######## design 1 ########
design_1/power_grid.png
Pins as bars on the die edge. Tap cells in grey.
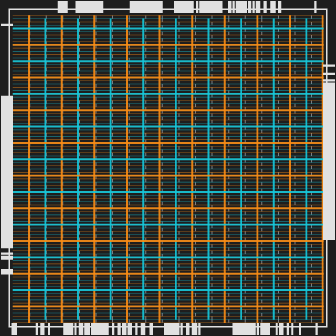

File: config.mk
export PLATFORM = sky130hd
export DESIGN_NAME = dcache_store_sink
export DESIGN_NICKNAME = d
export VERILOG_FILES = /design/src/rtl/dcache_pkg.sv /design/src/rtl/dcache_line_array.sv /design/src/rtl/dcache_store_sink.sv
export SDC_FILE = /design/constraint.sdc
export NUM_CORES = 2
export LEC_CHECK = 0
export CORE_MARGIN = 2
export CORE_UTILIZATION = 60
export CTS_BUF_LIST = sky130_fd_sc_hd__clkbuf_4 sky130_fd_sc_hd__clkbuf_8
export DETAILED_ROUTE_END_ITERATION = 10
export MAX_ROUTING_LAYER = met4
export PLACE_DENSITY = 0.84
export SYNTH_ARGS = -nofsm -noshare
export SYNTH_HDL_FRONTEND = slang
export SYNTH_SLANG_ARGS = --single-unit
File: constraint.sdc
create_clock -name clk -period 8.1 [get_ports clk]
set_input_delay 1.62 -clock clk [delete_from_list [all_inputs] [get_ports clk]]
set_output_delay 1.62 -clock clk [all_outputs]
set_load 0.01 [all_outputs]
File: src/rtl/dcache_pkg.sv
// Shared types and address helpers for the store-sink data cache.
// Default geometry: 4 lines x 4 words, 16-byte lines.
package dcache_pkg;

    typedef enum logic [1:0] {
        IDLE   = 2'd0,
        LOOKUP = 2'd1,
        EVICT  = 2'd2,
        FILL   = 2'd3
    } state_t;

    localparam int DEF_LINES = 4;
    localparam int DEF_WORDS = 4;
    localparam int DEF_OFF_W = $clog2(DEF_WORDS * 4);
    localparam int DEF_IDX_W = $clog2(DEF_LINES);
    localparam int DEF_TAG_W = 32 - DEF_IDX_W - DEF_OFF_W;

    typedef logic [DEF_WORDS*32-1:0] line_t;

    // Helpers return 32-bit fields; callers size-cast to the width they need.
    function automatic logic [31:0] addr_tag(input logic [31:0] a, input int off_w, input int idx_w);
        return a >> (off_w + idx_w);
    endfunction

    function automatic logic [31:0] addr_idx(input logic [31:0] a, input int off_w, input int idx_w);
        return (a >> off_w) & ((32'd1 << idx_w) - 32'd1);
    endfunction

    function automatic logic [31:0] addr_word(input logic [31:0] a, input int off_w);
        return (a >> 2) & ((32'd1 << (off_w - 2)) - 32'd1);
    endfunction

    function automatic logic [31:0] line_base(input logic [31:0] tag, input logic [31:0] idx,
                                              input int off_w, input int idx_w);
        return (tag << (off_w + idx_w)) | (idx << off_w);
    endfunction

endpackage

File: src/rtl/dcache_line_array.sv
// Tag/valid/dirty/data storage: two combinational read ports (load, FSM)
// and one write port that updates either a single word or a whole line.
module dcache_line_array
    import dcache_pkg::*;
#(
    parameter int LINES  = DEF_LINES,
    parameter int WORDS  = DEF_WORDS,
    parameter int IDX_W  = DEF_IDX_W,
    parameter int TAG_W  = DEF_TAG_W,
    parameter int WSEL_W = (DEF_WORDS > 1) ? $clog2(DEF_WORDS) : 1
) (
    input  logic                   clk,
    input  logic                   reset,
    input  logic [IDX_W-1:0]       ld_idx,
    output logic                   ld_valid,
    output logic [TAG_W-1:0]       ld_tag,
    output logic [WORDS*32-1:0]    ld_line,
    input  logic [IDX_W-1:0]       rd_idx,
    output logic                   rd_valid,
    output logic                   rd_dirty,
    output logic [TAG_W-1:0]       rd_tag,
    output logic [WORDS*32-1:0]    rd_line,
    input  logic                   we,
    input  logic                   full,
    input  logic [IDX_W-1:0]       w_idx,
    input  logic [TAG_W-1:0]       w_tag,
    input  logic [WSEL_W-1:0]      w_word,
    input  logic [31:0]            w_wdata,
    input  logic [WORDS*32-1:0]    w_line
);

    logic [LINES-1:0]          valid_q;
    logic [LINES-1:0]          dirty_q;
    logic [TAG_W-1:0]          tag_q  [LINES];
    logic [WORDS*32-1:0]       data_q [LINES];

    assign ld_valid = valid_q[ld_idx];
    assign ld_tag   = tag_q[ld_idx];
    assign ld_line  = data_q[ld_idx];

    assign rd_valid = valid_q[rd_idx];
    assign rd_dirty = dirty_q[rd_idx];
    assign rd_tag   = tag_q[rd_idx];
    assign rd_line  = data_q[rd_idx];

    // Only the state bits are reset; tag/data contents are don't-care while invalid.
    always_ff @(posedge clk) begin
        if (reset) begin
            valid_q <= '0;
            dirty_q <= '0;
        end else if (we) begin
            dirty_q[w_idx] <= 1'b1;
            if (full) valid_q[w_idx] <= 1'b1;
        end
    end

    always_ff @(posedge clk) begin
        if (we) begin
            if (full) begin
                data_q[w_idx] <= w_line;
                tag_q[w_idx]  <= w_tag;
            end else begin
                data_q[w_idx][{w_word, 5'b0} +: 32] <= w_wdata;
            end
        end
    end

endmodule

File: src/rtl/dcache_store_sink.sv
// Store-buffer drain receiver committing beats into a direct-mapped write-back cache.
// Optional counters: define DCACHE_STORE_SINK_STATS_EN for stat_hits/stat_misses/stat_evicts.
module dcache_store_sink
    import dcache_pkg::*;
#(
    parameter int LINES = DEF_LINES,
    parameter int WORDS = DEF_WORDS
) (
    input  logic                clk,
    input  logic                reset,
    output logic                cache_ready_to_catch,
    input  logic                sending_data_to_cache,
    input  logic [63:0]         data_to_cache,
    output logic                mem_req,
    output logic                mem_we,
    output logic [31:0]         mem_addr,
    output logic [WORDS*32-1:0] mem_wdata,
    input  logic                mem_ack,
    input  logic [WORDS*32-1:0] mem_rdata,
    input  logic [31:0]         ld_addr,
    output logic                ld_hit,
    output logic [31:0]         ld_data,
    output logic                busy,
    output logic                drop_err,
`ifdef DCACHE_STORE_SINK_STATS_EN
    output logic [15:0]         stat_hits,
    output logic [15:0]         stat_misses,
    output logic [15:0]         stat_evicts,
`endif
    output state_t              dbg_state
);

    localparam int OFF_W  = $clog2(WORDS * 4);
    localparam int IDX_W  = $clog2(LINES);
    localparam int TAG_W  = 32 - IDX_W - OFF_W;
    localparam int WSEL_W = (WORDS > 1) ? $clog2(WORDS) : 1;

    // Drain handshake: a beat is sending_data_to_cache=1 at a posedge; the sender
    // only launches a beat after sampling cache_ready_to_catch=1. A beat that
    // still arrives with the skid full is dropped and flagged in drop_err.
    state_t               state_q;
    logic                 work_valid_q, skid_valid_q;
    logic [31:0]          work_addr_q, work_data_q, skid_addr_q, skid_data_q;
    logic                 mem_req_q, mem_we_q;
    logic [31:0]          mem_addr_q;
    logic [WORDS*32-1:0]  mem_wdata_q;
    logic                 drop_err_q;

    logic [TAG_W-1:0]     work_tag, ld_tag_a, arr_ld_tag, rd_tag;
    logic [IDX_W-1:0]     work_idx, ld_idx;
    logic [WSEL_W-1:0]    work_word, ld_word;
    logic                 arr_ld_valid, rd_valid, rd_dirty;
    logic [WORDS*32-1:0]  arr_ld_line, rd_line, fill_line;
    logic                 beat, to_work, lookup_hit, fill_done, retire;
    logic                 arr_we, arr_full;

    assign work_tag  = TAG_W'(addr_tag(work_addr_q, OFF_W, IDX_W));
    assign work_idx  = IDX_W'(addr_idx(work_addr_q, OFF_W, IDX_W));
    assign work_word = WSEL_W'(addr_word(work_addr_q, OFF_W));
    assign ld_tag_a  = TAG_W'(addr_tag(ld_addr, OFF_W, IDX_W));
    assign ld_idx    = IDX_W'(addr_idx(ld_addr, OFF_W, IDX_W));
    assign ld_word   = WSEL_W'(addr_word(ld_addr, OFF_W));

    dcache_line_array #(
        .LINES  (LINES),
        .WORDS  (WORDS),
        .IDX_W  (IDX_W),
        .TAG_W  (TAG_W),
        .WSEL_W (WSEL_W)
    ) u_array (
        .clk      (clk),
        .reset    (reset),
        .ld_idx   (ld_idx),
        .ld_valid (arr_ld_valid),
        .ld_tag   (arr_ld_tag),
        .ld_line  (arr_ld_line),
        .rd_idx   (work_idx),
        .rd_valid (rd_valid),
        .rd_dirty (rd_dirty),
        .rd_tag   (rd_tag),
        .rd_line  (rd_line),
        .we       (arr_we),
        .full     (arr_full),
        .w_idx    (work_idx),
        .w_tag    (work_tag),
        .w_word   (work_word),
        .w_wdata  (work_data_q),
        .w_line   (fill_line)
    );

    assign beat       = sending_data_to_cache;
    assign to_work    = beat && (state_q == IDLE) && !work_valid_q;
    assign lookup_hit = rd_valid && (rd_tag == work_tag);
    assign fill_done  = (state_q == FILL) && mem_req_q && mem_ack;
    assign retire     = ((state_q == LOOKUP) && lookup_hit) || fill_done;
    assign arr_we     = retire;
    assign arr_full   = (state_q == FILL);

    // Fill data with the pending store word merged over the fetched line.
    always_comb begin
        fill_line = mem_rdata;
        fill_line[{work_word, 5'b0} +: 32] = work_data_q;
    end

    always_ff @(posedge clk) begin
        if (reset) begin
            state_q      <= IDLE;
            work_valid_q <= 1'b0;
            skid_valid_q <= 1'b0;
            work_addr_q  <= '0;
            work_data_q  <= '0;
            skid_addr_q  <= '0;
            skid_data_q  <= '0;
            mem_req_q    <= 1'b0;
            mem_we_q     <= 1'b0;
            mem_addr_q   <= '0;
            mem_wdata_q  <= '0;
            drop_err_q   <= 1'b0;
        end else begin
            if (beat) begin
                if (to_work) begin
                    work_addr_q  <= data_to_cache[63:32];
                    work_data_q  <= data_to_cache[31:0];
                    work_valid_q <= 1'b1;
                end else if (skid_valid_q) begin
                    drop_err_q <= 1'b1;
                end else begin
                    skid_addr_q  <= data_to_cache[63:32];
                    skid_data_q  <= data_to_cache[31:0];
                    skid_valid_q <= 1'b1;
                end
            end

            case (state_q)
                IDLE: begin
                    if (work_valid_q) state_q <= LOOKUP;
                end
                LOOKUP: begin
                    if (!lookup_hit) begin
                        mem_req_q <= 1'b1;
                        if (rd_valid && rd_dirty) begin
                            state_q     <= EVICT;
                            mem_we_q    <= 1'b1;
                            mem_addr_q  <= line_base(32'(rd_tag), 32'(work_idx), OFF_W, IDX_W);
                            mem_wdata_q <= rd_line;
                        end else begin
                            state_q     <= FILL;
                            mem_we_q    <= 1'b0;
                            mem_addr_q  <= line_base(32'(work_tag), 32'(work_idx), OFF_W, IDX_W);
                            mem_wdata_q <= '0;
                        end
                    end
                end
                EVICT: begin
                    if (mem_ack) begin
                        mem_req_q <= 1'b0;
                        state_q   <= FILL;
                    end
                end
                FILL: begin
                    // After a write-back the request line idles one cycle before the fill issues.
                    if (!mem_req_q) begin
                        mem_req_q   <= 1'b1;
                        mem_we_q    <= 1'b0;
                        mem_addr_q  <= line_base(32'(work_tag), 32'(work_idx), OFF_W, IDX_W);
                        mem_wdata_q <= '0;
                    end else if (mem_ack) begin
                        mem_req_q <= 1'b0;
                    end
                end
                default: state_q <= IDLE;
            endcase

            // Retire overrides the capture above: the skid (or a beat landing now) becomes work.
            if (retire) begin
                if (skid_valid_q) begin
                    work_addr_q  <= skid_addr_q;
                    work_data_q  <= skid_data_q;
                    skid_valid_q <= 1'b0;
                    state_q      <= LOOKUP;
                end else if (beat) begin
                    work_addr_q  <= data_to_cache[63:32];
                    work_data_q  <= data_to_cache[31:0];
                    skid_valid_q <= 1'b0;
                    state_q      <= LOOKUP;
                end else begin
                    work_valid_q <= 1'b0;
                    state_q      <= IDLE;
                end
            end
        end
    end

`ifdef DCACHE_STORE_SINK_STATS_EN
    logic [15:0] stat_hits_q, stat_misses_q, stat_evicts_q;

    always_ff @(posedge clk) begin
        if (reset) begin
            stat_hits_q   <= '0;
            stat_misses_q <= '0;
            stat_evicts_q <= '0;
        end else if (state_q == LOOKUP) begin
            if (lookup_hit) begin
                if (stat_hits_q != 16'hFFFF) stat_hits_q <= stat_hits_q + 16'd1;
            end else begin
                if (stat_misses_q != 16'hFFFF) stat_misses_q <= stat_misses_q + 16'd1;
                if (rd_valid && rd_dirty && stat_evicts_q != 16'hFFFF)
                    stat_evicts_q <= stat_evicts_q + 16'd1;
            end
        end
    end

    assign stat_hits   = stat_hits_q;
    assign stat_misses = stat_misses_q;
    assign stat_evicts = stat_evicts_q;
`endif

    assign cache_ready_to_catch = (state_q == IDLE) && !skid_valid_q;
    assign busy      = (state_q != IDLE) || skid_valid_q;
    assign drop_err  = drop_err_q;
    assign mem_req   = mem_req_q;
    assign mem_we    = mem_we_q;
    assign mem_addr  = mem_addr_q;
    assign mem_wdata = mem_wdata_q;
    assign ld_hit    = arr_ld_valid && (arr_ld_tag == ld_tag_a);
    assign ld_data   = ld_hit ? arr_ld_line[{ld_word, 5'b0} +: 32] : 32'd0;
    assign dbg_state = state_q;

endmodule

######## design 2 ########
`config.mk`:
```
export PLATFORM = sky130hd
export DESIGN_NAME = input_scanner
export DESIGN_NICKNAME = d
export VERILOG_FILES = /design/src/rtl/input_scanner.sv
export SDC_FILE = /design/constraint.sdc
export NUM_CORES = 1
export LEC_CHECK = 0
export ABC_AREA = 1
export CORE_ASPECT_RATIO = 0.75
export CORE_MARGIN = 2
export CORE_UTILIZATION = 44
export DETAILED_ROUTE_END_ITERATION = 12
export PLACE_DENSITY = 0.75
export SLEW_MARGIN = 40
export SYNTH_ARGS = -nofsm -noshare
export SYNTH_HDL_FRONTEND = slang
export SYNTH_SLANG_ARGS = --single-unit
```
`constraint.sdc`:
```
create_clock -name CLK -period 4.4 [get_ports CLK]
set_input_delay 0.88 -clock CLK [delete_from_list [all_inputs] [get_ports CLK]]
set_output_delay 0.88 -clock CLK [all_outputs]
set_load 0.02 [all_outputs]
```
`src/rtl/input_scanner.sv`:
```
// Scans a 74HC165 PISO chain (PL_n / SCK / CE_n) and presents the captured word with a one-cycle strobe.
// Optional macro SCANNER_DEBOUNCE_EN: only publish a scan that matches the previous completed scan.
module input_scanner #(
  parameter int NUM_BITS    = 16,
  parameter int CLK_DIV     = 4,
  parameter int LOAD_CYCLES = 2
) (
  input  logic                CLK,
  input  logic                RST_n,
  input  logic                START,
  input  logic                SER_IN,
  output logic                PL_n,
  output logic                SCK,
  output logic                CE_n,
  output logic [NUM_BITS-1:0] BTN_DATA,
  output logic                DATA_VALID,
  output logic                BUSY
);

  localparam int MAX_DIV = (CLK_DIV > LOAD_CYCLES) ? CLK_DIV : LOAD_CYCLES;
  localparam int CNT_W   = $clog2(MAX_DIV + 1);
  localparam int BIT_W   = $clog2(NUM_BITS);

  localparam logic [CNT_W-1:0] DIV_LAST  = CNT_W'(CLK_DIV - 1);
  localparam logic [CNT_W-1:0] LOAD_LAST = CNT_W'(LOAD_CYCLES - 1);
  localparam logic [BIT_W-1:0] BIT_LAST  = BIT_W'(NUM_BITS - 1);

  typedef enum logic [2:0] {
    IDLE,
    LOAD,
    SETTLE,
    SHIFT_HI,
    DONE
  } state_t;

  state_t              state;
  logic [CNT_W-1:0]    div_cnt;
  logic [BIT_W-1:0]    bit_cnt;
  logic [NUM_BITS-2:0] capture;
  logic [NUM_BITS-1:0] scan_word;

`ifdef SCANNER_DEBOUNCE_EN
  logic [NUM_BITS-1:0] prev_scan;
`endif

  // capture holds the first NUM_BITS-1 samples; the last sample joins straight from SER_IN
  assign scan_word = {capture, SER_IN};

  always_ff @(posedge CLK or negedge RST_n) begin
    if (!RST_n) begin
      state      <= IDLE;
      PL_n       <= 1'b1;
      SCK        <= 1'b0;
      CE_n       <= 1'b1;
      BUSY       <= 1'b0;
      DATA_VALID <= 1'b0;
      BTN_DATA   <= '0;
      capture    <= '0;
      div_cnt    <= '0;
      bit_cnt    <= '0;
`ifdef SCANNER_DEBOUNCE_EN
      prev_scan  <= '0;
`endif
    end else begin
      DATA_VALID <= 1'b0;
      unique case (state)
        IDLE: begin
          if (START) begin
            state   <= LOAD;
            PL_n    <= 1'b0;
            BUSY    <= 1'b1;
            capture <= '0;
            bit_cnt <= '0;
            div_cnt <= '0;
          end
        end

        LOAD: begin
          if (div_cnt == LOAD_LAST) begin
            state   <= SETTLE;
            PL_n    <= 1'b1;
            CE_n    <= 1'b0;
            div_cnt <= '0;
          end else begin
            div_cnt <= div_cnt + CNT_W'(1);
          end
        end

        SETTLE: begin
          if (div_cnt == DIV_LAST) begin
            div_cnt <= '0;
            if (bit_cnt == BIT_LAST) begin
              state <= DONE;
              CE_n  <= 1'b1;
              // BTN_DATA is written on entry to DONE so it is already valid while the strobe is high
`ifdef SCANNER_DEBOUNCE_EN
              if (scan_word == prev_scan) begin
                BTN_DATA   <= scan_word;
                DATA_VALID <= 1'b1;
              end
              prev_scan <= scan_word;
`else
              BTN_DATA   <= scan_word;
              DATA_VALID <= 1'b1;
`endif
            end else begin
              capture <= scan_word[NUM_BITS-2:0];
              bit_cnt <= bit_cnt + BIT_W'(1);
              state   <= SHIFT_HI;
              SCK     <= 1'b1;
            end
          end else begin
            div_cnt <= div_cnt + CNT_W'(1);
          end
        end

        SHIFT_HI: begin
          if (div_cnt == DIV_LAST) begin
            state   <= SETTLE;
            SCK     <= 1'b0;
            div_cnt <= '0;
          end else begin
            div_cnt <= div_cnt + CNT_W'(1);
          end
        end

        DONE: begin
          state <= IDLE;
          BUSY  <= 1'b0;
        end

        default: state <= IDLE;
      endcase
    end
  end

endmodule

```
######## design 3 ########
File: config.mk
export PLATFORM = sky130hd
export DESIGN_NAME = status_irq_ctrl
export DESIGN_NICKNAME = d
export VERILOG_FILES = /design/src/rtl/status_irq_ctrl.sv
export SDC_FILE = /design/constraint.sdc
export NUM_CORES = 1
export LEC_CHECK = 0
export CAP_MARGIN = 20
export CORE_ASPECT_RATIO = 1.5
export CORE_MARGIN = 1.5
export CORE_UTILIZATION = 53
export DETAILED_ROUTE_END_ITERATION = 8
export PLACE_DENSITY = 0.86
export REMOVE_ABC_BUFFERS = 1
export SLEW_MARGIN = 30
export SYNTH_ARGS = -nofsm -noshare
export SYNTH_HDL_FRONTEND = slang
export SYNTH_SLANG_ARGS = --single-unit
File: constraint.sdc
create_clock -name i_clk -period 4.3 [get_ports i_clk]
set_input_delay 0.86 -clock i_clk [delete_from_list [all_inputs] [get_ports i_clk]]
set_output_delay 0.86 -clock i_clk [all_outputs]
set_load 0.02 [all_outputs]
File: src/rtl/status_irq_ctrl.sv
// Status and interrupt controller: per-source busy/done capture, CPU mask and
// write-1-to-clear, and a holdoff timer that coalesces done events onto one IRQ.

module status_irq_flag #(
  parameter bit DONE_EDGE = 1'b1
) (
  input  logic i_clk,
  input  logic i_rst,
  input  logic i_clear,
  input  logic i_done,
  input  logic i_w1c,
  output logic o_flag
);
  logic r_done_d;
  logic r_flag;
  logic w_set;

  assign w_set = DONE_EDGE ? (i_done & ~r_done_d) : i_done;

  // A set in the same cycle as a W1C wins so no completion is lost.
  always_ff @(posedge i_clk or negedge i_rst) begin
    if (!i_rst) begin
      r_done_d <= 1'b0;
      r_flag   <= 1'b0;
    end else begin
      r_done_d <= i_done;
      if (i_clear)     r_flag <= 1'b0;
      else if (w_set)  r_flag <= 1'b1;
      else if (i_w1c)  r_flag <= 1'b0;
    end
  end

  assign o_flag = r_flag;
endmodule

module status_irq_ctrl #(
  parameter int NUM_SRC   = 2,
  parameter int STATUS_W  = 8,
  parameter int HOLDOFF_W = 8,
  parameter int DONE_EDGE = 1
) (
  input  logic                i_clk,
  input  logic                i_rst,
  input  logic                i_clear_flags,
  input  logic [NUM_SRC-1:0]  i_busy,
  input  logic [NUM_SRC-1:0]  i_done,
  input  logic                i_cfg_we,
  input  logic [1:0]          i_cfg_addr,
  input  logic [STATUS_W-1:0] i_cfg_wdata,
  output logic [STATUS_W-1:0] o_cfg_rdata,
  output logic [STATUS_W-1:0] o_status,
  output logic [NUM_SRC-1:0]  o_irq_src,
  output logic                o_int
);
  typedef enum logic [1:0] {S_IDLE, S_WAIT, S_ASSERT} state_t;

  state_t               r_state, w_state_nxt;
  logic [HOLDOFF_W-1:0] r_cnt, w_cnt_nxt, r_holdoff;
  logic [NUM_SRC-1:0]   r_busy, r_mask, w_done, w_w1c;
  logic                 w_pending, r_int;

  assign w_w1c = (i_cfg_we && i_cfg_addr == 2'd0) ? i_cfg_wdata[2*NUM_SRC-1:NUM_SRC] : '0;

  for (genvar g = 0; g < NUM_SRC; g++) begin : g_src
    status_irq_flag #(.DONE_EDGE(DONE_EDGE != 0)) u_flag (
      .i_clk   (i_clk),
      .i_rst   (i_rst),
      .i_clear (i_clear_flags),
      .i_done  (i_done[g]),
      .i_w1c   (w_w1c[g]),
      .o_flag  (w_done[g])
    );
  end

  always_ff @(posedge i_clk or negedge i_rst) begin
    if (!i_rst) begin
      r_busy    <= '0;
      r_mask    <= '1;
      r_holdoff <= '0;
    end else begin
      r_busy <= i_clear_flags ? '0 : i_busy;
      if (i_cfg_we && i_cfg_addr == 2'd1) r_mask    <= i_cfg_wdata[NUM_SRC-1:0];
      if (i_cfg_we && i_cfg_addr == 2'd2) r_holdoff <= i_cfg_wdata[HOLDOFF_W-1:0];
    end
  end

  assign o_irq_src = w_done & r_mask;
  assign w_pending = |o_irq_src;

  always_ff @(posedge i_clk or negedge i_rst) begin
    if (!i_rst) begin
      r_state <= S_IDLE;
      r_cnt   <= '0;
      r_int   <= 1'b0;
    end else begin
      r_state <= w_state_nxt;
      r_cnt   <= w_cnt_nxt;
      r_int   <= (w_state_nxt == S_ASSERT);
    end
  end

  // cnt is loaded only on IDLE->WAIT, so holdoff writes during WAIT wait for the next run.
  always_comb begin
    w_state_nxt = r_state;
    w_cnt_nxt   = r_cnt;
    case (r_state)
      S_IDLE: begin
        if (w_pending) begin
          if (r_holdoff == '0) begin
            w_state_nxt = S_ASSERT;
          end else begin
            w_cnt_nxt   = r_holdoff;
            w_state_nxt = S_WAIT;
          end
        end
      end
      S_WAIT: begin
        if (!w_pending)                    w_state_nxt = S_IDLE;
        else if (r_cnt == HOLDOFF_W'(1))   w_state_nxt = S_ASSERT;
        else                               w_cnt_nxt   = r_cnt - HOLDOFF_W'(1);
      end
      S_ASSERT: begin
        if (!w_pending) w_state_nxt = S_IDLE;
      end
      default: w_state_nxt = S_IDLE;
    endcase
    if (i_clear_flags) w_state_nxt = S_IDLE;
  end

  assign o_int = r_int;

  always_comb begin
    o_status                        = '0;
    o_status[NUM_SRC-1:0]           = r_busy;
    o_status[2*NUM_SRC-1:NUM_SRC]   = w_done;
  end

  always_comb begin
    o_cfg_rdata = '0;
    case (i_cfg_addr)
      2'd0:    o_cfg_rdata = o_status;
      2'd1:    o_cfg_rdata[NUM_SRC-1:0]   = r_mask;
      2'd2:    o_cfg_rdata[HOLDOFF_W-1:0] = r_holdoff;
      default: o_cfg_rdata = '0;
    endcase
  end
endmodule

######## design 4 ########
`src/rtl/ram_prog_loader.sv`:
```
// Purpose: DEPTH x DATA_W synchronous RAM with registered run-mode read and a valid/ready program loader.
// Latency: run-mode read data valid 1 clk after address/CE_bar are sampled; a loader write lands at the accepting edge.
// Backpressure: prog_ready is low outside LOAD and while prog_start is high; prog_valid low simply stalls the load.
module ram_prog_loader #(
  parameter int DATA_W = 8,
  parameter int ADDR_W = 4
) (
  input  logic              clk,
  input  logic              clr,
  input  logic              run_or_prog,
  input  logic [ADDR_W-1:0] address,
  input  logic              CE_bar,
  output logic [DATA_W-1:0] memory_value,
  output logic              mem_valid,
  input  logic              prog_start,
  input  logic [DATA_W-1:0] prog_data,
  input  logic              prog_valid,
  output logic              prog_ready,
  output logic [ADDR_W-1:0] prog_addr,
  output logic [ADDR_W:0]   prog_count,
  output logic              prog_done
);

  localparam int DEPTH = 2 ** ADDR_W;
  // Count value held just before the final beat of a full load.
  localparam logic [ADDR_W:0] LAST_CNT = (ADDR_W + 1)'(DEPTH - 1);

  typedef enum logic [1:0] {
    IDLE = 2'd0,
    LOAD = 2'd1,
    DONE = 2'd2
  } state_t;

  state_t state;
  state_t state_nx;

  logic [DATA_W-1:0] mem [DEPTH];
  logic [DATA_W-1:0] rd_reg;

  // Strobes from the FSM: restart clears the pointer/count, beat accepts a word.
  logic restart;
  logic beat;

  // State register; reset and run mode both return the loader to IDLE.
  always_ff @(posedge clk) begin
    if (clr) begin
      state <= IDLE;
    end else begin
      state <= state_nx;
    end
  end

  // Next-state, handshake and strobe decode; prog_start always beats a coincident word.
  always_comb begin
    state_nx   = state;
    prog_ready = 1'b0;
    restart    = 1'b0;
    beat       = 1'b0;
    if (run_or_prog) begin
      state_nx = IDLE;
    end else begin
      case (state)
        IDLE: begin
          if (prog_start) begin
            state_nx = LOAD;
            restart  = 1'b1;
          end
        end
        LOAD: begin
          prog_ready = !prog_start;
          if (prog_start) begin
            restart = 1'b1;
          end else if (prog_valid) begin
            beat = 1'b1;
            if (prog_count == LAST_CNT) begin
              state_nx = DONE;
            end
          end
        end
        DONE: begin
          if (prog_start) begin
            state_nx = LOAD;
            restart  = 1'b1;
          end
        end
        default: begin
          state_nx = IDLE;
        end
      endcase
    end
  end

  // Load pointer, word count and completion flag; these hold across run mode.
  always_ff @(posedge clk) begin
    if (clr) begin
      prog_addr  <= '0;
      prog_count <= '0;
      prog_done  <= 1'b0;
    end else if (restart) begin
      prog_addr  <= '0;
      prog_count <= '0;
      prog_done  <= 1'b0;
    end else if (beat) begin
      prog_addr  <= prog_addr + 1'b1;
      prog_count <= prog_count + 1'b1;
      if (prog_count == LAST_CNT) begin
        prog_done <= 1'b1;
      end
    end
  end

  // RAM write port; contents survive clr, but clr still blocks a same-edge write.
  always_ff @(posedge clk) begin
    if (!clr && beat) begin
      mem[prog_addr] <= prog_data;
    end
  end

  // Registered run-mode read; mem_valid drops whenever the RAM is not selected.
  always_ff @(posedge clk) begin
    if (clr) begin
      rd_reg    <= '0;
      mem_valid <= 1'b0;
    end else if (run_or_prog && !CE_bar) begin
      rd_reg    <= mem[address];
      mem_valid <= 1'b1;
    end else begin
      mem_valid <= 1'b0;
    end
  end

  // Drive zero when idle so the shared bus can be OR-combined.
  assign memory_value = mem_valid ? rd_reg : '0;

endmodule

```
`config.mk`:
```
export PLATFORM = sky130hd
export DESIGN_NAME = ram_prog_loader
export DESIGN_NICKNAME = d
export VERILOG_FILES = /design/src/rtl/ram_prog_loader.sv
export SDC_FILE = /design/constraint.sdc
export NUM_CORES = 1
export LEC_CHECK = 0
export CAP_MARGIN = 20
export CORE_ASPECT_RATIO = 1.25
export CORE_MARGIN = 3
export CORE_UTILIZATION = 55
export DETAILED_ROUTE_END_ITERATION = 7
export PLACE_DENSITY_LB_ADDON = 0.2
export SLEW_MARGIN = 20
export SYNTH_ARGS = -nofsm -noshare
export SYNTH_HDL_FRONTEND = slang
export SYNTH_SLANG_ARGS = --single-unit
```
`constraint.sdc`:
```
create_clock -name clk -period 3.55 [get_ports clk]
set_input_delay 0.355 -clock clk [delete_from_list [all_inputs] [get_ports clk]]
set_output_delay 0.355 -clock clk [all_outputs]
set_load 0.02 [all_outputs]
```
design_4/power_grid.png
Pins as bars on the die edge. Tap cells in grey.
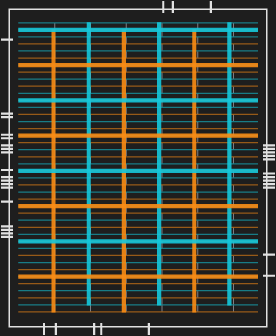
cyan -> VDD
orange -> VSS
met5 straps = 8
tap cells = 129

==> flow_summary.ini, design 4 <==
; generated from flow reports
[outcome]
status = finished clean

[layout]
largest_reg_flops = 128
fin_cells = 511
mostFrequentLayoutCell = edfxtp_1
bufAreaShareNonClock = 0.06295

[power]
p_leak_uw = 0.002338
power_leader = sequential cells
power_switching_uw = 736.1

[global_route]
top_usage_layer = met2
antenna_found_initial = 0

[clock_tree]
cts_resized = 0
cts_made_buffers = 17

[timing]
hold_viol = 0
fmax_mhz = 398.9
setup_slack_ns = 1.043
finalClockPeriodUsage = 0.7062

[route]
dr_wl_met2_um = 5666
highest_layer = met4

[setup_path]
path_delay_family = simple AND/OR/NAND/NOR gates
worst-setup-path-type = in -> reg

[worst_hold_path]
hp-start = rd_reg[1]

[yosys]
synth_area_mm2 = 0.005909
top_area_frac = 0.6504
xor_share = 0.008893
synthArstFlopShare = 0
yosys_warnings = 0

[die]
rows = 41
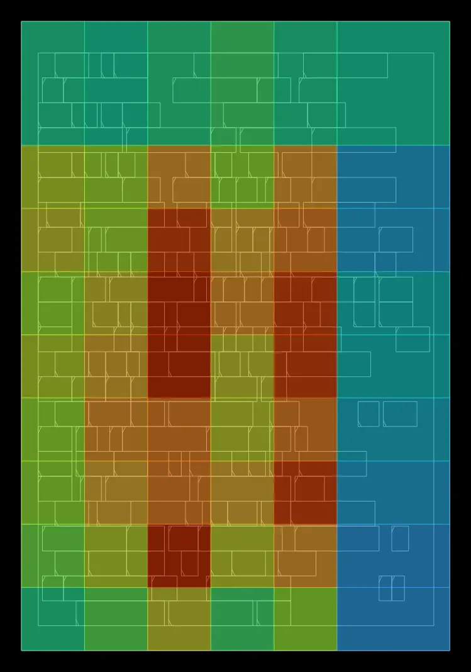
design_3/congestion.png
Routed wire per std cell: 16.71 um
Total GRT Usage: 0.2425
Finished Core Util: 0.6943

design_3/power_grid.png
Pins as bars on the die edge. Tap cells in grey.
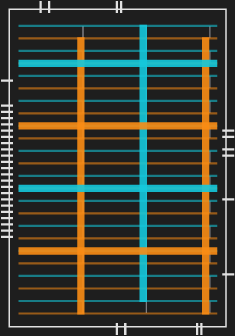
cyan -> VDD
orange -> VSS
met1 rails = 24
met4 straps = 3
rows = 23
met5 straps = 4
signal pins = 37

==> flow_summary.ini, design 3 <==
; generated from flow reports
[layout]
n_all_inverters = 2
bufAreaShareNonClock = 0.1719
fillCellCount = 213
fin_cells = 205
comb_cells = 102
combGateArea_um2 = 778.2

[setup_path]
cp.required_ns = 3.44
slowest_stage = clkdlybuf4s50_1
rr_worst_depth = 4

[yosys]
yosys.area_share.simple = 0.2123
synth_seq_share = 0.4443
synthArstFlopShare = 1.000
edf_count = 0
compound_area_frac = 0.1648
topCellsByArea = dfrtp_1 41%, mux2_2 7.4%, a21oi_1 3.6%
xor_share = 0

[clock_tree]
cts_hold_buffers = 0
clkTransAtPathRegs_ns = 0.09

[die]
initCoreUtil = 0.5643
ioPinCount = 37

[timing]
min_period_ns = 3.589
relSlewSlack = 0.6040

[outcome]
status = finished clean

[route]
dr.pass1.iters = 4
vias = 1185

[flow_run]
warnings = 26

[worst_hold_path]
min_to = g_src[1].u_flag.o_flag

[power]
power_uw = 813.2
design_1/clk_routes.png
Scale bar: 100 um.
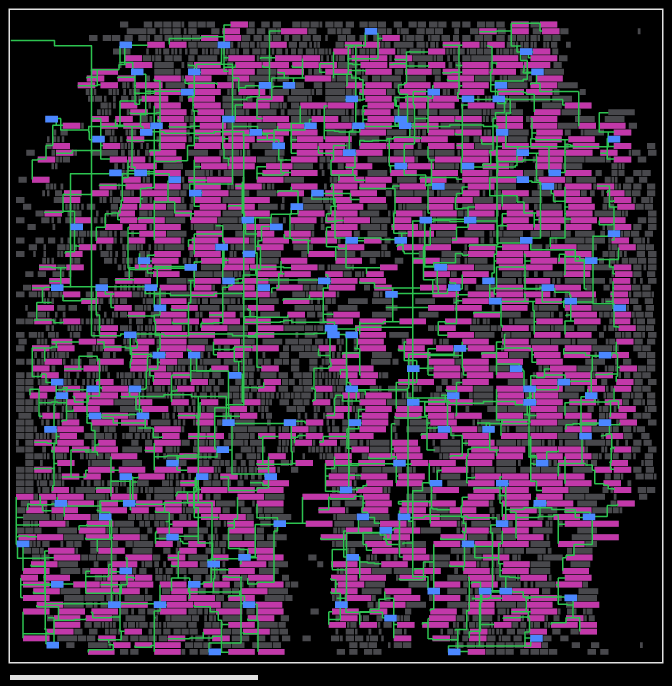
green -> clock wires  # length 10500 um
magenta -> flip-flops  # count 911
blue -> clock drivers  # count 145
routed clock nets = 146
flops lie = widely spread

About design_1/power_grid.png:
cyan -> VDD
orange -> VSS
met4 straps = 19
tap cells = 864

==> flow_summary.ini, design 1 <==
; generated from flow reports
[layout]
bufAreaShareNonClock = 0.09552
comb_cells = 1563
flops = 911

[timing]
finalSetupViolations = 0
hold_viol = 0
setup_slack_ns = 1.506

[yosys]
ys.flop_type = edfxtp_1

[route]
highest_layer = met4
drt_iter0_drc = 4098
drc_errors = 0
vias = 28800

[outcome]
status = finished clean

[global_route]
grt_use_total = 0.3696

[setup_path]
worst-setup-path-type = in -> out
cp_num_cells = 8

[placed_design]
placed_area_mm2 = 0.04531

[power]
p_leak_uw = 0.01637
p_clk_frac = 0.322
design_2/power_grid.png
Pins as bars on the die edge. Tap cells in grey.
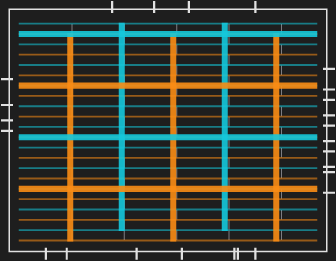
cyan -> VDD
orange -> VSS
met5 straps = 4
rows = 21
signal pins = 25

==> flow_summary.ini, design 2 <==
; generated from flow reports
[yosys]
yosysCellCount = 230
synthTopLogicFamily = simple AND/OR/NAND/NOR gates
top_area_frac = 0.5311
syn-instance-count = 230
xor_share = 0.008449
compound_area_frac = 0.02776
yosys.stat.chipArea_mm2 = 0.002073

[setup_path]
max_stage_delay_ns = 0.59
reg2reg_slack_ns = 2.27
worstPathMaxFanout = 2
worst-setup-path-type = reg -> out
cp_num_cells = 1

[placed_design]
dp_slack_ns = 2.267

[route]
vias = 1500
drc_errors = 0

[global_route]
top_usage_layer = met2
grtUsageMet1 = 0.2194

[clock_tree]
clk_latency_ns = 0.30

[timing]
setup_slack_ns = 2.087
tightest_slew_ns = 0.7610
finalSetupViolations = 0

[power]
pwr_density_cell_mw_per_mm2 = 488.1

[worst_hold_path]
hold_depth = 2

[die]
die.size.y_um = 63.45
rows = 21

[layout]
n_all_inverters = 16
largestRegisters = BTN_DATA x16, capture x15, bit_cnt x4

[outcome]
status = finished clean

## Gallery

Placement by cell class.
panel A
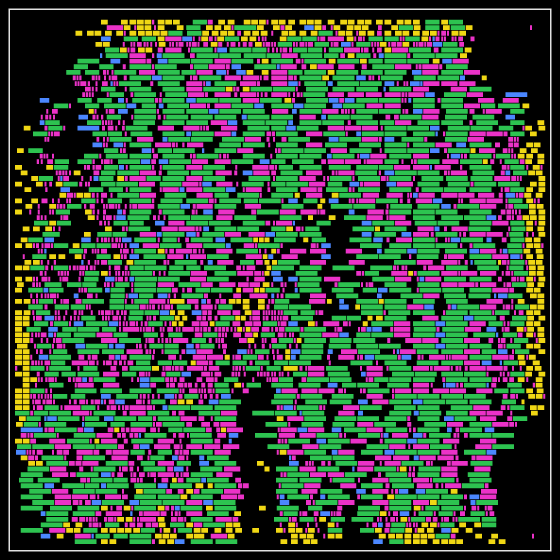
panel B
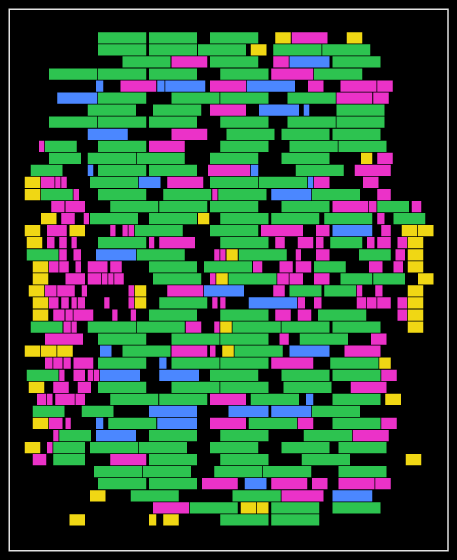
panel C
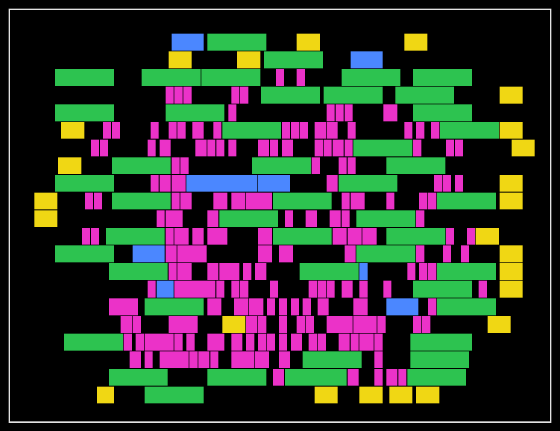
panel D
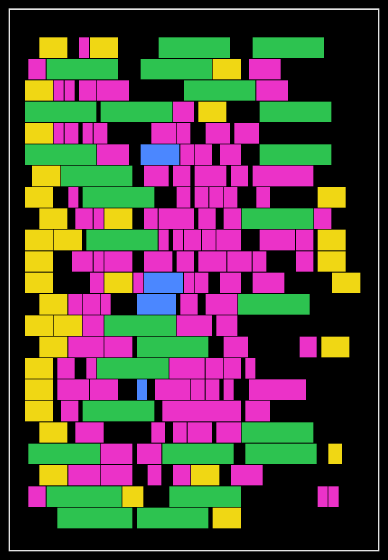
panel D: design 3
panel C: design 2
panel B: design 4
panel A: design 1
The one with the fewest cells is panel D.
The one with the most sequential cells is panel A.


######## design 5 ########
design_5/placement_by_type.png
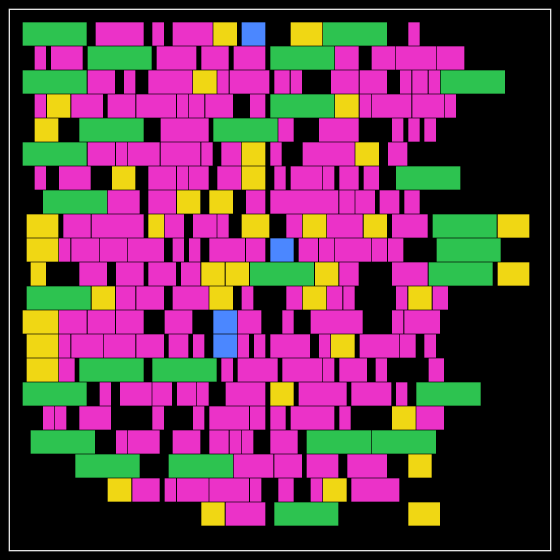

==> config.mk <==
export PLATFORM = sky130hd
export DESIGN_NAME = caxi4interconnect_rd_thread_tracker
export DESIGN_NICKNAME = d
export VERILOG_FILES = /design/src/rtl/caxi4interconnect_rd_thread_tracker.sv
export SDC_FILE = /design/constraint.sdc
export NUM_CORES = 1
export LEC_CHECK = 0
export CAP_MARGIN = 20
export CORE_UTILIZATION = 53
export DETAILED_ROUTE_END_ITERATION = 7
export PLACE_DENSITY = 0.79
export SLEW_MARGIN = 5
export SYNTH_ARGS = -nofsm -noshare
export SYNTH_HDL_FRONTEND = slang
export SYNTH_SLANG_ARGS = --single-unit
==> constraint.sdc <==
create_clock -name sysClk -period 3 [get_ports sysClk]
set_input_delay 0.6 -clock sysClk [delete_from_list [all_inputs] [get_ports sysClk]]
set_output_delay 0.6 -clock sysClk [all_outputs]
set_load 0.005 [all_outputs]
==> src/rtl/caxi4interconnect_rd_thread_tracker.sv <==
// Read-thread tracker for the AXI4 interconnect: admits read requests per {master,ID}
// thread, keeps same-ID bursts on a single slave and bounds outstanding reads per thread.
module caxi4interconnect_rd_thread_tracker #(
   parameter int NUM_MASTERS_WIDTH = 1,
   parameter int ID_WIDTH          = 1,
   parameter int NUM_SLAVES_WIDTH  = 1,
   parameter int NUM_THREADS       = 4,
   parameter int OPEN_RDTRANS_MAX  = 2,
   localparam int MASTERID_WIDTH   = NUM_MASTERS_WIDTH + ID_WIDTH
) (
   input  logic                        sysClk,
   input  logic                        sysReset,
   input  logic                        arReq,
   input  logic [MASTERID_WIDTH-1:0]   arID,
   input  logic [NUM_SLAVES_WIDTH-1:0] arDest,
   output logic                        arAccept,
   input  logic [MASTERID_WIDTH-1:0]   currDataTransID,
   input  logic                        openTransDec,
   output logic                        threadsFull,
   output logic                        trackerIdle,
   output logic                        decErr
);

   localparam logic [OPEN_RDTRANS_MAX-1:0] CMAX = '1;
   localparam logic [OPEN_RDTRANS_MAX-1:0] CONE = OPEN_RDTRANS_MAX'(1);

   logic [NUM_THREADS-1:0]      validQ, validD;
   logic [MASTERID_WIDTH-1:0]   idQ   [NUM_THREADS];
   logic [MASTERID_WIDTH-1:0]   idD   [NUM_THREADS];
   logic [NUM_SLAVES_WIDTH-1:0] destQ [NUM_THREADS];
   logic [NUM_SLAVES_WIDTH-1:0] destD [NUM_THREADS];
   logic [OPEN_RDTRANS_MAX-1:0] cntQ  [NUM_THREADS];
   logic [OPEN_RDTRANS_MAX-1:0] cntD  [NUM_THREADS];
   logic                        threadsFullQ, trackerIdleQ, decErrQ;
   logic                        threadsFullD, trackerIdleD, decErrD;

   logic [NUM_THREADS-1:0] hitVec, decVec, allocVec;
   logic                   anyHit, hitOk, freeFound;

   // Lookup works purely on the registered table, so a slot freed this cycle
   // only becomes allocatable after the edge.
   always_comb begin
      hitVec    = '0;
      decVec    = '0;
      allocVec  = '0;
      freeFound = 1'b0;
      hitOk     = 1'b0;
      for (int i = 0; i < NUM_THREADS; i++) begin
         hitVec[i] = validQ[i] && (idQ[i] == arID);
         decVec[i] = validQ[i] && (idQ[i] == currDataTransID);
         if (!validQ[i] && !freeFound) begin
            allocVec[i] = 1'b1;
            freeFound   = 1'b1;
         end
         if (hitVec[i] && (destQ[i] == arDest) && (cntQ[i] != CMAX)) begin
            hitOk = 1'b1;
         end
      end
      anyHit   = |hitVec;
      arAccept = !sysReset && arReq && (anyHit ? hitOk : freeFound);
   end

   always_comb begin
      validD = validQ;
      for (int i = 0; i < NUM_THREADS; i++) begin
         idD[i]   = idQ[i];
         destD[i] = destQ[i];
         cntD[i]  = cntQ[i];
         if (arAccept && !anyHit && allocVec[i]) begin
            validD[i] = 1'b1;
            idD[i]    = arID;
            destD[i]  = arDest;
            cntD[i]   = CONE;
         end else begin
            // A same-cycle increment and decrement cancel, keeping the thread alive.
            unique case ({arAccept && hitVec[i], openTransDec && decVec[i]})
               2'b10: if (cntQ[i] != CMAX) cntD[i] = cntQ[i] + CONE;
               2'b01: begin
                  if (cntQ[i] != '0) cntD[i] = cntQ[i] - CONE;
                  if (cntQ[i] <= CONE) validD[i] = 1'b0;
               end
               default: ;
            endcase
         end
      end
      decErrD      = decErrQ || (openTransDec && !(|decVec));
      threadsFullD = &validD;
      trackerIdleD = ~|validD;
   end

   always_ff @(posedge sysClk) begin
      if (sysReset) begin
         validQ       <= '0;
         threadsFullQ <= 1'b0;
         trackerIdleQ <= 1'b1;
         decErrQ      <= 1'b0;
         for (int i = 0; i < NUM_THREADS; i++) begin
            idQ[i]   <= '0;
            destQ[i] <= '0;
            cntQ[i]  <= '0;
         end
      end else begin
         validQ       <= validD;
         threadsFullQ <= threadsFullD;
         trackerIdleQ <= trackerIdleD;
         decErrQ      <= decErrD;
         for (int i = 0; i < NUM_THREADS; i++) begin
            idQ[i]   <= idD[i];
            destQ[i] <= destD[i];
            cntQ[i]  <= cntD[i];
         end
      end
   end

   assign threadsFull = threadsFullQ;
   assign trackerIdle = trackerIdleQ;
   assign decErr      = decErrQ;

endmodule

######## design 6 ########
## src/rtl/user_bus_register_slave.sv

```systemverilog
// Register bank behind the simplified user bus: NUM_REGS-1 byte-writable control
// registers plus one read-only status word at the highest index.
module user_bus_register_slave #(
    parameter int C_S_AXI_ADDR_WIDTH = 32,
    parameter int C_S_AXI_DATA_WIDTH = 32,
    parameter int NUM_REGS           = 8
) (
    input  logic                                   ACLK,
    input  logic                                   ARESET,
    input  logic [C_S_AXI_ADDR_WIDTH-1:0]          awaddr,
    input  logic                                   awvalid,
    output logic                                   awready,
    input  logic [C_S_AXI_DATA_WIDTH-1:0]          wdata,
    input  logic [C_S_AXI_DATA_WIDTH/8-1:0]        wstrb,
    input  logic                                   wvalid,
    output logic                                   wready,
    input  logic [C_S_AXI_ADDR_WIDTH-1:0]          araddr,
    input  logic                                   arvalid,
    output logic                                   arready,
    output logic [C_S_AXI_DATA_WIDTH-1:0]          rdata,
    output logic                                   rvalid,
    input  logic                                   rready,
    output logic [NUM_REGS*C_S_AXI_DATA_WIDTH-1:0] reg_out,
    output logic [NUM_REGS-1:0]                    reg_wr_pulse,
    input  logic [C_S_AXI_DATA_WIDTH-1:0]          status_in
);

    localparam int          DW      = C_S_AXI_DATA_WIDTH;
    localparam int          NB      = DW / 8;
    localparam int          IDX_LSB = $clog2(NB);
    localparam int          IW      = $clog2(NUM_REGS);
    localparam int unsigned NRW     = NUM_REGS - 1;
    localparam logic [IW-1:0] RO_IDX = IW'(NUM_REGS - 1);

    typedef enum logic { W_ADDR, W_DATA } wstate_e;
    typedef enum logic { R_ADDR, R_DATA } rstate_e;

    wstate_e           wstate_q, wstate_d;
    logic              awready_q, awready_d;
    logic              wready_q, wready_d;
    logic [IW-1:0]     aw_idx_q, aw_idx_d;

    rstate_e           rstate_q, rstate_d;
    logic              arready_q, arready_d;
    logic              rvalid_q, rvalid_d;
    logic [DW-1:0]     rdata_q, rdata_d;

    logic [DW-1:0]     regs_q [NUM_REGS];
    logic [DW-1:0]     regs_d [NUM_REGS];
    logic [NUM_REGS-1:0] pulse_q, pulse_d;

    logic              w_commit;
    logic [IW-1:0]     ar_idx;
    logic              unused_addr_bits;

    assign unused_addr_bits = ^{awaddr, araddr};
    assign ar_idx           = araddr[IDX_LSB +: IW];
    assign w_commit         = (wstate_q == W_DATA) && wvalid && wready_q;

    // ---------------- write channel FSM ----------------
    always_ff @(posedge ACLK or posedge ARESET) begin
        if (ARESET) begin
            wstate_q  <= W_ADDR;
            awready_q <= 1'b0;
            wready_q  <= 1'b0;
            aw_idx_q  <= '0;
        end else begin
            wstate_q  <= wstate_d;
            awready_q <= awready_d;
            wready_q  <= wready_d;
            aw_idx_q  <= aw_idx_d;
        end
    end

    // awready is held low through reset and rises on the first edge afterwards.
    always_comb begin
        wstate_d  = wstate_q;
        awready_d = awready_q;
        wready_d  = wready_q;
        aw_idx_d  = aw_idx_q;
        unique case (wstate_q)
            W_ADDR: begin
                awready_d = 1'b1;
                wready_d  = 1'b0;
                if (awvalid && awready_q) begin
                    aw_idx_d  = awaddr[IDX_LSB +: IW];
                    awready_d = 1'b0;
                    wready_d  = 1'b1;
                    wstate_d  = W_DATA;
                end
            end
            W_DATA: begin
                awready_d = 1'b0;
                wready_d  = 1'b1;
                if (wvalid && wready_q) begin
                    awready_d = 1'b1;
                    wready_d  = 1'b0;
                    wstate_d  = W_ADDR;
                end
            end
        endcase
    end

    // ---------------- register bank ----------------
    always_comb begin
        regs_d  = regs_q;
        pulse_d = '0;
        if (w_commit && (aw_idx_q != RO_IDX)) begin
            pulse_d[aw_idx_q] = 1'b1;
            for (int unsigned b = 0; b < NB; b++) begin
                if (wstrb[b]) begin
                    regs_d[aw_idx_q][b*8 +: 8] = wdata[b*8 +: 8];
                end
            end
        end
    end

    always_ff @(posedge ACLK or posedge ARESET) begin
        if (ARESET) begin
            regs_q  <= '{default: '0};
            pulse_q <= '0;
        end else begin
            regs_q  <= regs_d;
            pulse_q <= pulse_d;
        end
    end

    // ---------------- read channel FSM ----------------
    always_ff @(posedge ACLK or posedge ARESET) begin
        if (ARESET) begin
            rstate_q  <= R_ADDR;
            arready_q <= 1'b0;
            rvalid_q  <= 1'b0;
            rdata_q   <= '0;
        end else begin
            rstate_q  <= rstate_d;
            arready_q <= arready_d;
            rvalid_q  <= rvalid_d;
            rdata_q   <= rdata_d;
        end
    end

    // Reads sample regs_q, so a same-edge write commit is seen as the old value.
    always_comb begin
        rstate_d  = rstate_q;
        arready_d = arready_q;
        rvalid_d  = rvalid_q;
        rdata_d   = rdata_q;
        unique case (rstate_q)
            R_ADDR: begin
                arready_d = 1'b1;
                rvalid_d  = 1'b0;
                if (arvalid && arready_q) begin
                    rdata_d   = (ar_idx == RO_IDX) ? status_in : regs_q[ar_idx];
                    arready_d = 1'b0;
                    rvalid_d  = 1'b1;
                    rstate_d  = R_DATA;
                end
            end
            R_DATA: begin
                rvalid_d = 1'b1;
                if (rready) begin
                    rvalid_d  = 1'b0;
                    arready_d = 1'b1;
                    rstate_d  = R_ADDR;
                end
            end
        endcase
    end

    // ---------------- outputs ----------------
    always_comb begin
        reg_out = '0;
        for (int unsigned i = 0; i < NRW; i++) begin
            reg_out[i*DW +: DW] = regs_q[i];
        end
    end

    assign awready      = awready_q;
    assign wready       = wready_q;
    assign arready      = arready_q;
    assign rvalid       = rvalid_q;
    assign rdata        = rdata_q;
    assign reg_wr_pulse = pulse_q;

endmodule

```

## config.mk

```make
export PLATFORM = sky130hd
export DESIGN_NAME = user_bus_register_slave
export DESIGN_NICKNAME = d
export VERILOG_FILES = /design/src/rtl/user_bus_register_slave.sv
export SDC_FILE = /design/constraint.sdc
export NUM_CORES = 1
export LEC_CHECK = 0
export ABC_CLOCK_PERIOD_IN_PS = 15400
export CAP_MARGIN = 0
export CORE_ASPECT_RATIO = 0.9
export CORE_UTILIZATION = 40
export DETAILED_ROUTE_END_ITERATION = 10
export PLACE_DENSITY = 0.79
export SYNTH_ARGS = -nofsm -noshare
export SYNTH_HDL_FRONTEND = slang
export SYNTH_SLANG_ARGS = --single-unit
```

## constraint.sdc

```tcl
create_clock -name ACLK -period 15.4 [get_ports ACLK]
set_clock_uncertainty 0.15 [all_clocks]
set_input_delay 4.62 -clock ACLK [delete_from_list [all_inputs] [get_ports ACLK]]
set_output_delay 4.62 -clock ACLK [all_outputs]
set_load 0.02 [all_outputs]
```

design_6/placement_by_type.png
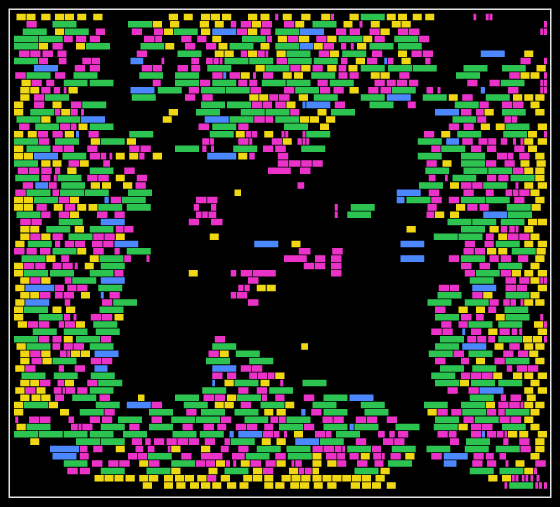
yellow -> other buffers and delay cells  # cells 351, share of their area 21%
blue -> clock drivers and dummy loads  # cells 54, share of their area 6.0%
green -> flops  # cells 271, share of their area 40%
magenta -> combinational and other logic  # cells 577, share of their area 33%

==> flow_summary.ini, design 6 <==
; generated from flow reports
[yosys]
synth_seq_share = 0.4774
yosysCellCount = 1112
synthAdderAreaFrac = 0
compound_area_frac = 0.05091
synthDistinctLibCells = 29

[setup_path]
critPathLaunchType = flip-flop
slowest_stage = dfrtp_1
max_stage_delay_ns = 0.79

[layout]
most-common-layout-cells = 346 x clkdlybuf4s50_1, 285 x mux2_2, 271 x dfrtp_1, 66 x mux2i_1, 34 x nand2_1
mostFrequentLayoutCell = clkdlybuf4s50_1
post-route-util = 0.4947
fin_cells = 1725

[flow_run]
warnings = 86

[power]
ir_drop_v = 0.0001261
p_leak_uw = 0.007609
swShare = 0.3609

[die]
rows = 65

[outcome]
status = finished clean
design_5/power_grid.png
Pins as bars on the die edge. Tap cells in grey.
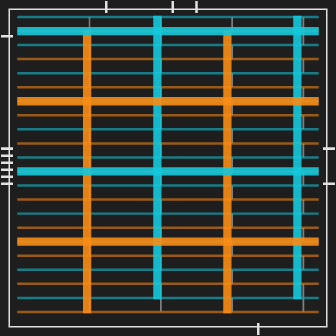
orange -> VSS
cyan -> VDD
met4 straps = 4
tap cells = 46

Notes on design_5/placement_by_type.png above:
blue -> clock drivers and dummy loads  # cells 4, share of their area 1.4%
magenta -> combinational and other logic  # cells 177, share of their area 60%
green -> flops  # cells 27, share of their area 24%
yellow -> other buffers and delay cells  # cells 39, share of their area 14%

==> flow_summary.ini, design 5 <==
; generated from flow reports
[outcome]
status = finished clean

[global_route]
grt_pass1_wl_um = 6444
grtUsageMet2 = 0.3789

[setup_path]
reg2reg_slack_ns = 0.23
critPathCapture = cntQ[3][1]

[power]
ir_drop_v = 0.0001919
intPower_uw = 473.6

[layout]
seq_area_frac = 0.2378
nClkBuffers = 3
bufAreaShareNonClock = 0.1376
most-common-layout-cells = 27 x dfxtp_1, 27 x buf_4, 24 x nor2_1, 22 x xnor2_1, 17 x ha_1
layout.nets = 275

[die]
chipArea_mm2 = 0.003744

[clock_tree]
cts_tree = yes

[timing]
finalSetupViolations = 0

[yosys]
xor_share = 0.1226
synthTopLogicFamily = simple AND/OR/NAND/NOR gates

[route]
drt-met1-wl_um = 1854
vias = 1562


## Gallery

Clock network drawn from the DEF.
image #1
Scale bar: 20 um.
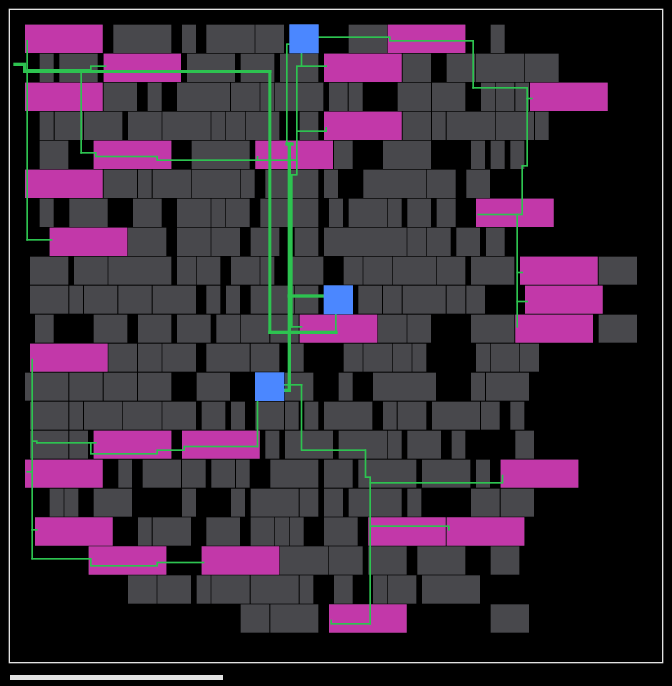
image #2
Scale bar: 10 um.
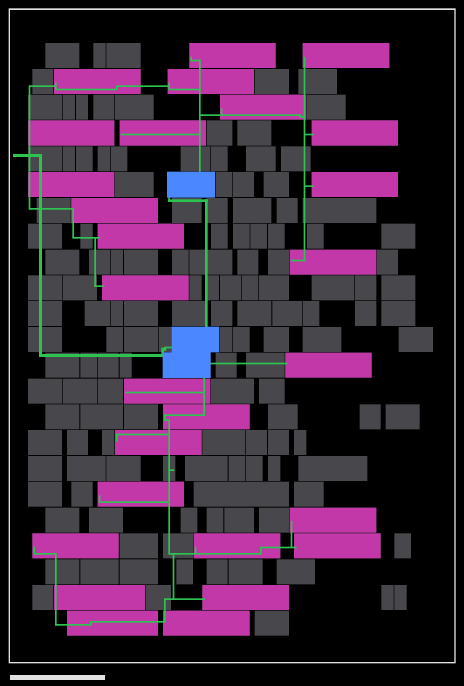
image #3
Scale bar: 20 um.
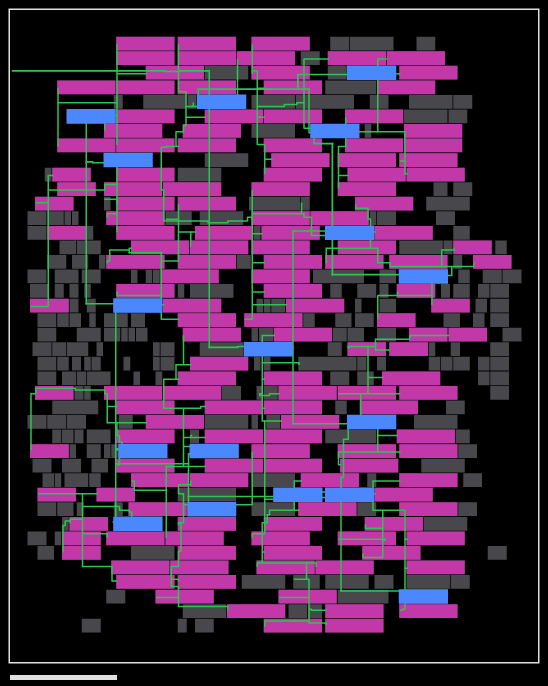
image #4
Scale bar: 20 um.
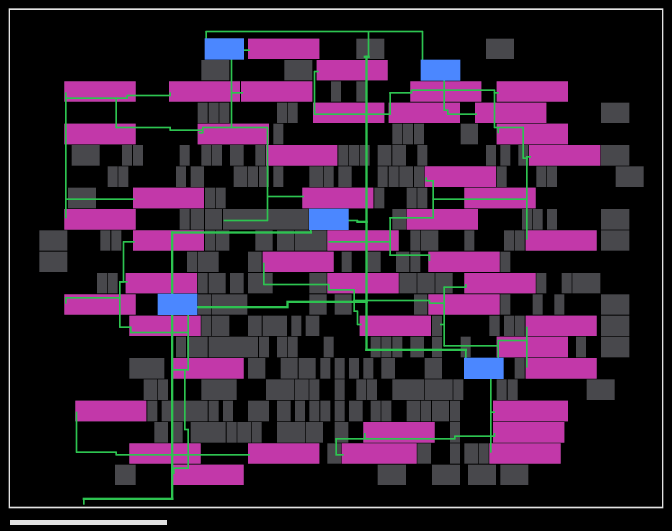
image #5
Scale bar: 50 um.
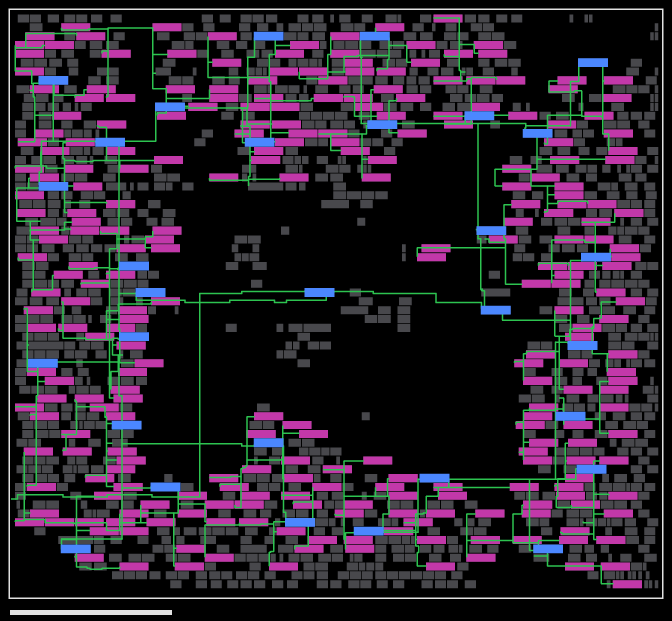
- smallest die: image #2
- most sequential cells: image #5
image #2: design 3
image #3: design 4
image #5: design 6
image #4: design 2
image #1: design 5

Key to image #4:
green -> clock wires  # length 575 um
magenta -> flip-flops  # count 46
blue -> clock drivers  # count 5
routed clock nets = 6
flops lie = widely spread

